# ---- lb_dynamic_bus_sizer ----
$ cat src/rtl/lb_bus_pkg.sv
// Shared encodings, FSM states and lane helpers for the 68040 local-bus sizer.
package lb_bus_pkg;

   // Decoded target port width presented with TS_CPUn.
   typedef enum logic [1:0] {
      PS_32  = 2'b00,
      PS_16  = 2'b01,
      PS_8   = 2'b10,
      PS_32B = 2'b11
   } portsize_e;

   // 68040 SIZ encoding; a line transfer is handled as a single long.
   typedef enum logic [1:0] {
      SIZ_LONG = 2'b00,
      SIZ_BYTE = 2'b01,
      SIZ_WORD = 2'b10,
      SIZ_LINE = 2'b11
   } siz_e;

   // Sub-cycle sequencer states.
   typedef enum logic [2:0] {
      ST_IDLE  = 3'd0,
      ST_START = 3'd1,
      ST_WAIT  = 3'd2,
      ST_NEXT  = 3'd3,
      ST_DONE  = 3'd4,
      ST_ERR   = 3'd5
   } state_e;

   // Number of bytes moved by one CPU transfer.
   function automatic logic [2:0] bytes_of(input logic [1:0] siz);
      logic [2:0] b;
      case (siz)
         SIZ_BYTE: b = 3'd1;
         SIZ_WORD: b = 3'd2;
         default:  b = 3'd4;
      endcase
      return b;
   endfunction

   // Port width in bytes.
   function automatic logic [2:0] pw_of(input logic [1:0] ps);
      logic [2:0] w;
      case (ps)
         PS_16:   w = 3'd2;
         PS_8:    w = 3'd1;
         default: w = 3'd4;
      endcase
      return w;
   endfunction

   // Index of the last sub-cycle: max(1, bytes/pw) - 1.
   function automatic logic [1:0] last_sub(input logic [2:0] bytes, input logic [2:0] pw);
      logic [2:0] t;
      t = bytes - 3'd1;
      if (bytes <= pw) begin
         return 2'd0;
      end else if (pw == 3'd2) begin
         return 2'd1;
      end else begin
         return t[1:0];
      end
   endfunction

   // Bit shift that moves byte 'offset' of the CPU bus onto the upper port lanes.
   // A 32-bit port already sits on its natural lanes, so it never shifts.
   function automatic logic [4:0] lane_shift(input logic [1:0] offset, input logic [2:0] pw);
      if (pw == 3'd4) begin
         return 5'd0;
      end else begin
         return {offset, 3'b000};
      end
   endfunction

endpackage

$ cat src/rtl/lb_lane_router.sv
// Combinational lane steering between the CPU byte image and a sized port.
module lb_lane_router
   import lb_bus_pkg::*;
(
   input  logic [1:0]  off,
   input  logic [2:0]  pw,
   input  logic [31:0] wr_in,
   input  logic [31:0] rd_in,
   output logic [31:0] wr_out,
   output logic [31:0] rd_out,
   output logic [3:0]  rd_mask
);

   // Shift write bytes up to the port lanes, read lanes back down to their offset,
   // and flag which accumulator bytes this sub-cycle supplies (bit 3 = D[31:24]).
   always_comb begin
      logic [4:0] sh;
      sh     = lane_shift(off, pw);
      wr_out = wr_in << sh;
      rd_out = rd_in >> sh;
      case (pw)
         3'd4:    rd_mask = 4'b1111;
         3'd2:    rd_mask = 4'b1100 >> off;
         default: rd_mask = 4'b1000 >> off;
      endcase
   end

endmodule

$ cat src/rtl/lb_dynamic_bus_sizer.sv
// Splits one 68040 transfer into 1, 2 or 4 local sub-cycles for 32/16/8-bit ports,
// reassembles read data, routes write lanes and times out a missing TACKn.
//
// Local handshake: TSn is low for exactly one clock (START) to open a sub-cycle; the
// port completes it by pulling TACKn low during any WAIT clock, and TACKn is ignored in
// every other state. The CPU side sees exactly one TAn (or TEAn) pulse per transfer.
module lb_dynamic_bus_sizer
   import lb_bus_pkg::*;
#(
   parameter int TIMEOUT_CYC = 256,
   parameter int CNT_W       = 9
) (
   input  logic        CLK80,
   input  logic        RESET,
   input  logic        TS_CPUn,
   input  logic        RnW,
   input  logic [1:0]  SIZ,
   input  logic [1:0]  A_040,
   input  logic [1:0]  PORTSIZE,
   input  logic [31:0] D_CPU_I,
   output logic [31:0] D_CPU_O,
   output logic        D_CPU_OE,
   output logic        TAn,
   output logic        TEAn,
   output logic        TBI_CPUn,
   output logic        TSn,
   output logic [1:0]  A_LOCAL,
   input  logic        TACKn,
   input  logic [31:0] D_LOC_I,
   output logic [31:0] D_LOC_O,
   output logic        D_LOC_OE,
   output state_e      state_dbg
);

   localparam logic [CNT_W:0] TO_LIM  = (CNT_W+1)'(TIMEOUT_CYC);
   localparam logic [CNT_W:0] CNT_ONE = {{CNT_W{1'b0}}, 1'b1};

   state_e            state_q, state_d;
   logic              rnw_q;
   logic [1:0]        siz_q, addr_q, ps_q, k_q, last_k_q;
   logic [31:0]       wdata_q, acc_q;
   logic [CNT_W-1:0]  cnt_q;

   logic [2:0]        pw;
   logic [1:0]        off;
   logic [31:0]       wr_lanes, rd_lanes;
   logic [3:0]        rd_mask;
   logic [CNT_W:0]    cnt_inc;
   logic              timeout_hit;
   logic              passthru;
   logic              capture;

   assign pw          = pw_of(ps_q);
   assign off         = addr_q + k_q * pw[1:0];
   assign cnt_inc     = {1'b0, cnt_q} + CNT_ONE;
   assign timeout_hit = (TIMEOUT_CYC != 0) && (cnt_inc >= TO_LIM);
   assign capture     = (state_q == ST_IDLE) && !TS_CPUn;
   // Byte/word reads from a 32-bit port come straight off the local bus.
   assign passthru    = (pw == 3'd4) && ((siz_q == SIZ_BYTE) || (siz_q == SIZ_WORD));
   assign state_dbg   = state_q;

   lb_lane_router u_router (
      .off     (off),
      .pw      (pw),
      .wr_in   (wdata_q),
      .rd_in   (D_LOC_I),
      .wr_out  (wr_lanes),
      .rd_out  (rd_lanes),
      .rd_mask (rd_mask)
   );

   // State register.
   always_ff @(posedge CLK80) begin
      if (RESET) state_q <= ST_IDLE;
      else       state_q <= state_d;
   end

   // Next-state and bus strobe decode.
   always_comb begin
      state_d  = state_q;
      TSn      = 1'b1;
      TAn      = 1'b1;
      TEAn     = 1'b1;
      TBI_CPUn = 1'b1;
      D_CPU_OE = 1'b0;
      D_LOC_OE = 1'b0;
      A_LOCAL  = off;
      D_LOC_O  = wr_lanes;
      D_CPU_O  = passthru ? D_LOC_I : acc_q;
      case (state_q)
         ST_IDLE: begin
            if (!TS_CPUn) state_d = ST_START;
         end
         ST_START: begin
            TSn      = 1'b0;
            D_LOC_OE = ~rnw_q;
            state_d  = ST_WAIT;
         end
         ST_WAIT: begin
            D_LOC_OE = ~rnw_q;
            if (!TACKn) begin
               state_d = (k_q == last_k_q) ? ST_DONE : ST_NEXT;
            end else if (timeout_hit) begin
               state_d = ST_ERR;
            end
         end
         ST_NEXT: state_d = ST_START;
         ST_DONE: begin
            TAn      = 1'b0;
            TBI_CPUn = 1'b0;
            D_CPU_OE = rnw_q;
            state_d  = ST_IDLE;
         end
         ST_ERR: begin
            TEAn    = 1'b0;
            state_d = ST_IDLE;
         end
         default: state_d = ST_IDLE;
      endcase
   end

   // Transfer capture, sub-cycle/timeout counting and read accumulation.
   // The timeout counter measures clocks since the current TSn pulse began.
   always_ff @(posedge CLK80) begin
      if (RESET) begin
         rnw_q    <= 1'b0;
         siz_q    <= 2'b00;
         addr_q   <= 2'b00;
         ps_q     <= 2'b00;
         wdata_q  <= '0;
         acc_q    <= '0;
         k_q      <= 2'd0;
         last_k_q <= 2'd0;
         cnt_q    <= '0;
      end else if (capture) begin
         rnw_q    <= RnW;
         siz_q    <= SIZ;
         addr_q   <= A_040;
         ps_q     <= PORTSIZE;
         wdata_q  <= D_CPU_I;
         acc_q    <= '0;
         k_q      <= 2'd0;
         last_k_q <= last_sub(bytes_of(SIZ), pw_of(PORTSIZE));
         cnt_q    <= '0;
      end else begin
         case (state_q)
            ST_START: cnt_q <= cnt_inc[CNT_W-1:0];
            ST_WAIT: begin
               cnt_q <= cnt_inc[CNT_W-1:0];
               if (!TACKn && rnw_q) begin
                  for (int b = 0; b < 4; b++) begin
                     if (rd_mask[b]) acc_q[8*b +: 8] <= rd_lanes[8*b +: 8];
                  end
               end
            end
            ST_NEXT: begin
               k_q   <= k_q + 2'd1;
               cnt_q <= '0;
            end
            default: ;
         endcase
      end
   end

   // The 68040 never starts a transfer while one is outstanding.
   ts_while_busy: assert property (@(posedge CLK80) disable iff (RESET)
      (state_q != ST_IDLE) |-> TS_CPUn)
      else $error("TS_CPUn asserted during an active transfer");

endmodule

$ cat config.mk
export PLATFORM = sky130hd
export DESIGN_NAME = lb_dynamic_bus_sizer
export DESIGN_NICKNAME = d
export VERILOG_FILES = /design/src/rtl/lb_bus_pkg.sv /design/src/rtl/lb_lane_router.sv /design/src/rtl/lb_dynamic_bus_sizer.sv
export SDC_FILE = /design/constraint.sdc
export NUM_CORES = 1
export LEC_CHECK = 0
export ABC_AREA = 1
export ABC_CLOCK_PERIOD_IN_PS = 2550
export CAP_MARGIN = 20
export CORE_ASPECT_RATIO = 0.75
export CORE_MARGIN = 2
export CORE_UTILIZATION = 40
export CTS_CLUSTER_DIAMETER = 100
export DETAILED_ROUTE_END_ITERATION = 8
export GPL_ROUTABILITY_DRIVEN = 0
export PLACE_DENSITY = 0.71
export SLEW_MARGIN = 20
export SYNTH_ARGS = -nofsm -noshare
export SYNTH_HDL_FRONTEND = slang
export SYNTH_HIERARCHICAL = 1
export SYNTH_SLANG_ARGS = --single-unit
$ cat constraint.sdc
create_clock -name CLK80 -period 2.55 [get_ports CLK80]
set_input_delay 0.3825 -clock CLK80 [delete_from_list [all_inputs] [get_ports CLK80]]
set_output_delay 0.3825 -clock CLK80 [all_outputs]
set_load 0.005 [all_outputs]
==> impl_results.rst <==
Flow metrics
------------

.. list-table::
   :header-rows: 1

   * - Metric
     - Value
   * - Leading cell types by count after synthesis
     - sky130_fd_sc_hd__nand2_1, sky130_fd_sc_hd__nand3_1, sky130_fd_sc_hd__inv_1, sky130_fd_sc_hd__dfxtp_1, sky130_fd_sc_hd__nor2_1
   * - CP delay by family, top
     - buffers and inverters
   * - Count of inverters other than clock inverters in the layout
     - between 100 and 150
   * - Mux share of post-synthesis cell area
     - 0.0674
   * - Failing checks
     - setup timing
   * - Top cell type by total area after synthesis
     - sky130_fd_sc_hd__dfxtp_1
   * - Logic depth of the worst path, buffers included
     - 13
   * - Worst setup margin
     - -0.0130 ns
   * - Result of the run
     - finished, violations left
   * - Reg clk slew, reported paths
     - 0.06 ns
   * - Multi-input gate area
     - 0.00326 mm²
   * - Switching part of the total power
     - 0.301
   * - Most common cell in the synthesized netlist
     - sky130_fd_sc_hd__nand2_1
   * - Nets at Floorplan
     - 864
   * - Portion of total power attributed to the clock network
     - 0.331
   * - Number of iterations in the first detailed-routing pass
     - 5
   * - Register area
     - 0.00174 mm²
   * - Share of final layout cell area taken by non-clock buffers
     - 0.247
   * - Cell count after placement
     - roughly 1,100
   * - Final-report setup violation count
     - 11
-- timing repair --
item | in CTS | in global routing
pin swaps | 19 | 31
resized | 168 | 58
endpoints found under the setup margin | 79 | 97
buffers inserted | 11 | 5
gates cloned | 4 | 3
-- sequential cells by signal, indices dropped and copies added, names as in the netlist --
signal and count:
addr_q 2, rnw_q 1, ps_q 2, k_q 2, acc_q 32, state_dbg 3
siz_q 2, last_k_q 2, wdata_q 32, cnt_q 9
lb_dynamic_bus_sizer, sizing map:
(3 px per µm)
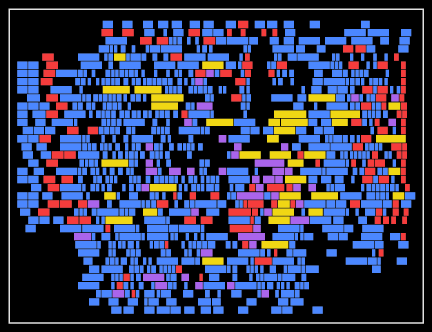
colour	size	cells
red	x2	124
blue	x1 and smaller	744
purple	x3 and x4	46
yellow	x6 and larger	37

lb_dynamic_bus_sizer, wires at chosen ports, followed through buffers:
(2 px per µm)
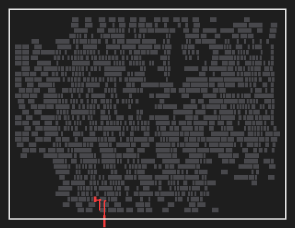
colour	port	direction	end cells	buffers	wire
red	TAn	output	1	1	18.2 µm
input/output buffers: 149
I/O pin total: 150


# ---- data_debounce ----
`config.mk`:
```
export PLATFORM = sky130hd
export DESIGN_NAME = data_debounce
export DESIGN_NICKNAME = d
export VERILOG_FILES = /design/src/rtl/data_debounce_pkg.sv /design/src/rtl/data_debounce.sv
export SDC_FILE = /design/constraint.sdc
export NUM_CORES = 1
export LEC_CHECK = 0
export ABC_AREA = 1
export CAP_MARGIN = 30
export CORE_ASPECT_RATIO = 0.6
export CORE_MARGIN = 2
export CORE_UTILIZATION = 40
export DETAILED_ROUTE_END_ITERATION = 10
export SLEW_MARGIN = 0
export SYNTH_ARGS = -nofsm -noshare
export SYNTH_HDL_FRONTEND = slang
export SYNTH_SLANG_ARGS = --single-unit
```
`constraint.sdc`:
```
create_clock -name clk_i -period 1.6 [get_ports clk_i]
set_input_delay 0.32 -clock clk_i [delete_from_list [all_inputs] [get_ports clk_i]]
set_output_delay 0.32 -clock clk_i [all_outputs]
set_load 0.01 [all_outputs]
```
`src/rtl/data_debounce_pkg.sv`:
```
// data_debounce_pkg
// Shared types and default constants for the data_debounce block.
//   state_t             : qualification FSM state encoding
//   DEBOUNCE_CYCLES_DEF : default number of consecutive samples to accept a level
//   GLITCH_WIDTH_DEF    : default width of the saturating glitch counter
package data_debounce_pkg;

    typedef enum logic [0:0] {
        ST_STABLE,
        ST_CHECK
    } state_t;

    localparam int DEBOUNCE_CYCLES_DEF = 16;
    localparam int GLITCH_WIDTH_DEF    = 8;

endpackage : data_debounce_pkg

```
`src/rtl/data_debounce.sv`:
```
// data_debounce
// Filters bounce on a synchronized single-bit input. A new level must be seen
// on DEBOUNCE_CYCLES consecutive rising edges before it is accepted.
// Ports:
//   clk_i        : system clock, rising edge
//   rst_i        : synchronous active-high reset
//   data_i       : synchronized input (from data_sync)
//   data_o       : debounced level, registered
//   rise_o       : one-cycle pulse while data_o first shows a 0->1 change
//   fall_o       : one-cycle pulse while data_o first shows a 1->0 change
//   busy_o       : high while a candidate level is being qualified
//   glitch_cnt_o : saturating count of aborted qualifications
module data_debounce
    import data_debounce_pkg::*;
#(
    parameter int   DEBOUNCE_CYCLES = DEBOUNCE_CYCLES_DEF,
    parameter logic RESET_LEVEL     = 1'b0,
    parameter int   GLITCH_WIDTH    = GLITCH_WIDTH_DEF
) (
    input  logic                    clk_i,
    input  logic                    rst_i,
    input  logic                    data_i,
    output logic                    data_o,
    output logic                    rise_o,
    output logic                    fall_o,
    output logic                    busy_o,
    output logic [GLITCH_WIDTH-1:0] glitch_cnt_o
);

    localparam int CNT_WIDTH = $clog2(DEBOUNCE_CYCLES + 1);
    // Count value at which the current sample completes qualification.
    localparam logic [CNT_WIDTH-1:0] CNT_LAST = CNT_WIDTH'(DEBOUNCE_CYCLES - 1);

    state_t               state;
    logic [CNT_WIDTH-1:0] cnt;

    always_ff @(posedge clk_i) begin
        if (rst_i) begin
            state        <= ST_STABLE;
            cnt          <= '0;
            data_o       <= RESET_LEVEL;
            rise_o       <= 1'b0;
            fall_o       <= 1'b0;
            busy_o       <= 1'b0;
            glitch_cnt_o <= '0;
        end else begin
            // Edge pulses last exactly one cycle unless re-armed below.
            rise_o <= 1'b0;
            fall_o <= 1'b0;
            case (state)
                ST_STABLE: begin
                    if (data_i != data_o) begin
                        if (DEBOUNCE_CYCLES == 1) begin
                            // Single-sample qualification: accept straight away.
                            data_o <= data_i;
                            rise_o <= data_i;
                            fall_o <= ~data_i;
                        end else begin
                            // This edge's sample is the first of the run.
                            cnt    <= CNT_WIDTH'(1);
                            state  <= ST_CHECK;
                            busy_o <= 1'b1;
                        end
                    end else begin
                        cnt <= '0;
                    end
                end
                ST_CHECK: begin
                    if (data_i != data_o) begin
                        if (cnt == CNT_LAST) begin
                            // Acceptance uses the sample taken at this edge.
                            data_o <= data_i;
                            rise_o <= data_i;
                            fall_o <= ~data_i;
                            cnt    <= '0;
                            state  <= ST_STABLE;
                            busy_o <= 1'b0;
                        end else begin
                            cnt <= cnt + CNT_WIDTH'(1);
                        end
                    end else begin
                        // Input fell back before qualifying: count a glitch.
                        cnt    <= '0;
                        state  <= ST_STABLE;
                        busy_o <= 1'b0;
                        if (glitch_cnt_o != '1)
                            glitch_cnt_o <= glitch_cnt_o + GLITCH_WIDTH'(1);
                    end
                end
                default: begin
                    state  <= ST_STABLE;
                    cnt    <= '0;
                    busy_o <= 1'b0;
                end
            endcase
        end
    end

endmodule : data_debounce

```
data_debounce, cell placement:
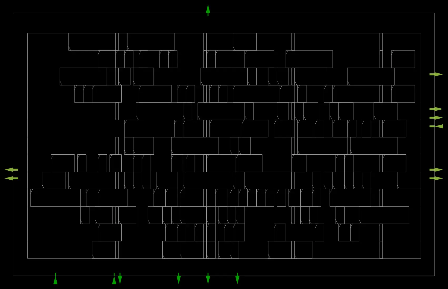
final design utilization: 0.544
register fraction of the total cell area: 0.309
FF+latch count: 18

data_debounce, pin placement:
(10 px per µm) Pins as bars across the die edge, other pins in grey.
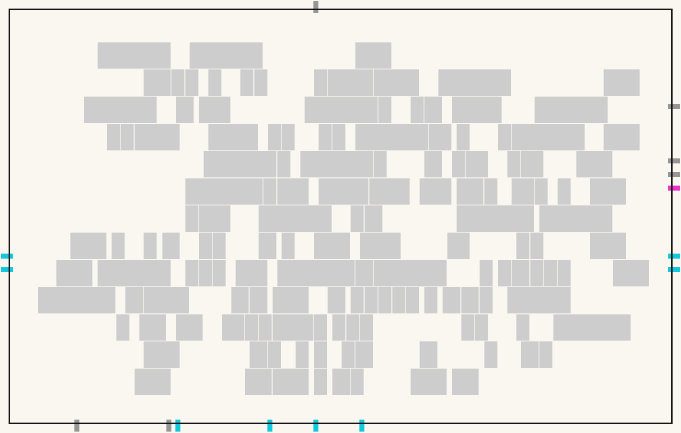
colour	port	pins	direction	edge
magenta	data_i	1	input	right
cyan	glitch_cnt_o	8	output	4 bottom, 2 left, 2 right
Die Height: 41.3 µm
input/output buffers: 14
die width: 66.1 µm

data_debounce, gate-type map:
(10 px per µm)
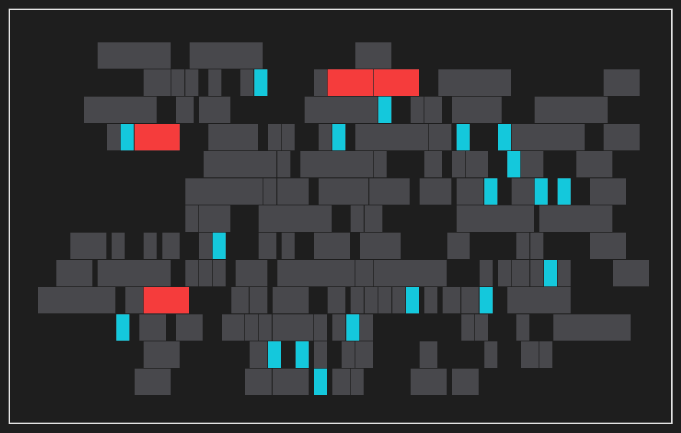
colour	family	cells
cyan	inv cells	19
red	fa/ha/maj cells	4
most instantiated logic cell after routing: sky130_fd_sc_hd__nand2_1
post-route insts no fill: 177
logic share of the area: 0.421

==> impl_results.rst <==
Flow metrics
------------

.. list-table::
   :header-rows: 1

   * - Metric
     - Value
   * - Count of mapped cells out of synthesis
     - around 130
   * - Area of placed instances
     - 0.00113 mm²
   * - Share of final layout cell area taken by non-clock buffers
     - 0.143
   * - Detailed-route vias per instance
     - around 4.7
   * - DRT met1 WL
     - about 1200 µm
   * - Top Layout Cells
     - sky130_fd_sc_hd__nand2_1, sky130_fd_sc_hd__nor2_1, sky130_fd_sc_hd__inv_1, sky130_fd_sc_hd__clkdlybuf4s50_1, sky130_fd_sc_hd__dfxtp_1
   * - Post-route cell area
     - 0.00119 mm²
   * - Critical path data arrival time
     - 1.23 ns
   * - Comb power frac
     - 0.080
   * - Area share of the largest cell type after synthesis
     - 0.389
   * - Area delta synth->final
     - 28.1%
   * - Number of max-cap violations
     - 0
   * - Wire length after detailed routing
     - 2030 µm
   * - Power, Total
     - 0.845 mW
   * - Number of iterations in the first detailed-routing pass
     - 4
   * - Antenna diode count
     - 0
   * - Worst Hold Depth
     - 2
   * - Power density normalized to cell area
     - 712 mW/mm²
   * - Reg clk slew, reported paths
     - roughly 0.070 ns
   * - Type of origin of the critical path
     - register
   * - Max-slew violations
     - 0
   * - Fill cell count
     - 212
   * - Result of the run
     - finished, final reports clean
==> power by group through the flow <==
| stage | combinational [mW] | clock [mW] | sequential, mW |
|---|---|---|---|
| final | 0.0675 | 0.311 | 0.466 |
| after global routing | 0.0737 | 0.341 | 0.467 |
| after CTS | 0.0660 | 0.323 | 0.465 |
| after detailed placement | 0.0652 | 0 | 0.475 |
| after global placement | 0.0661 | 0 | 0.475 |
| after floorplan | 0.0336 | 0 | 0.476 |
==> flip-flops by register name, indices dropped and copies added (netlist names) <==
signal        count
cnt               5
rise_o            1
glitch_cnt_o      8
busy_o            1
state             1
data_o            1
fall_o            1

Power figures rest on the tool's default switching activity, not on a simulated workload.
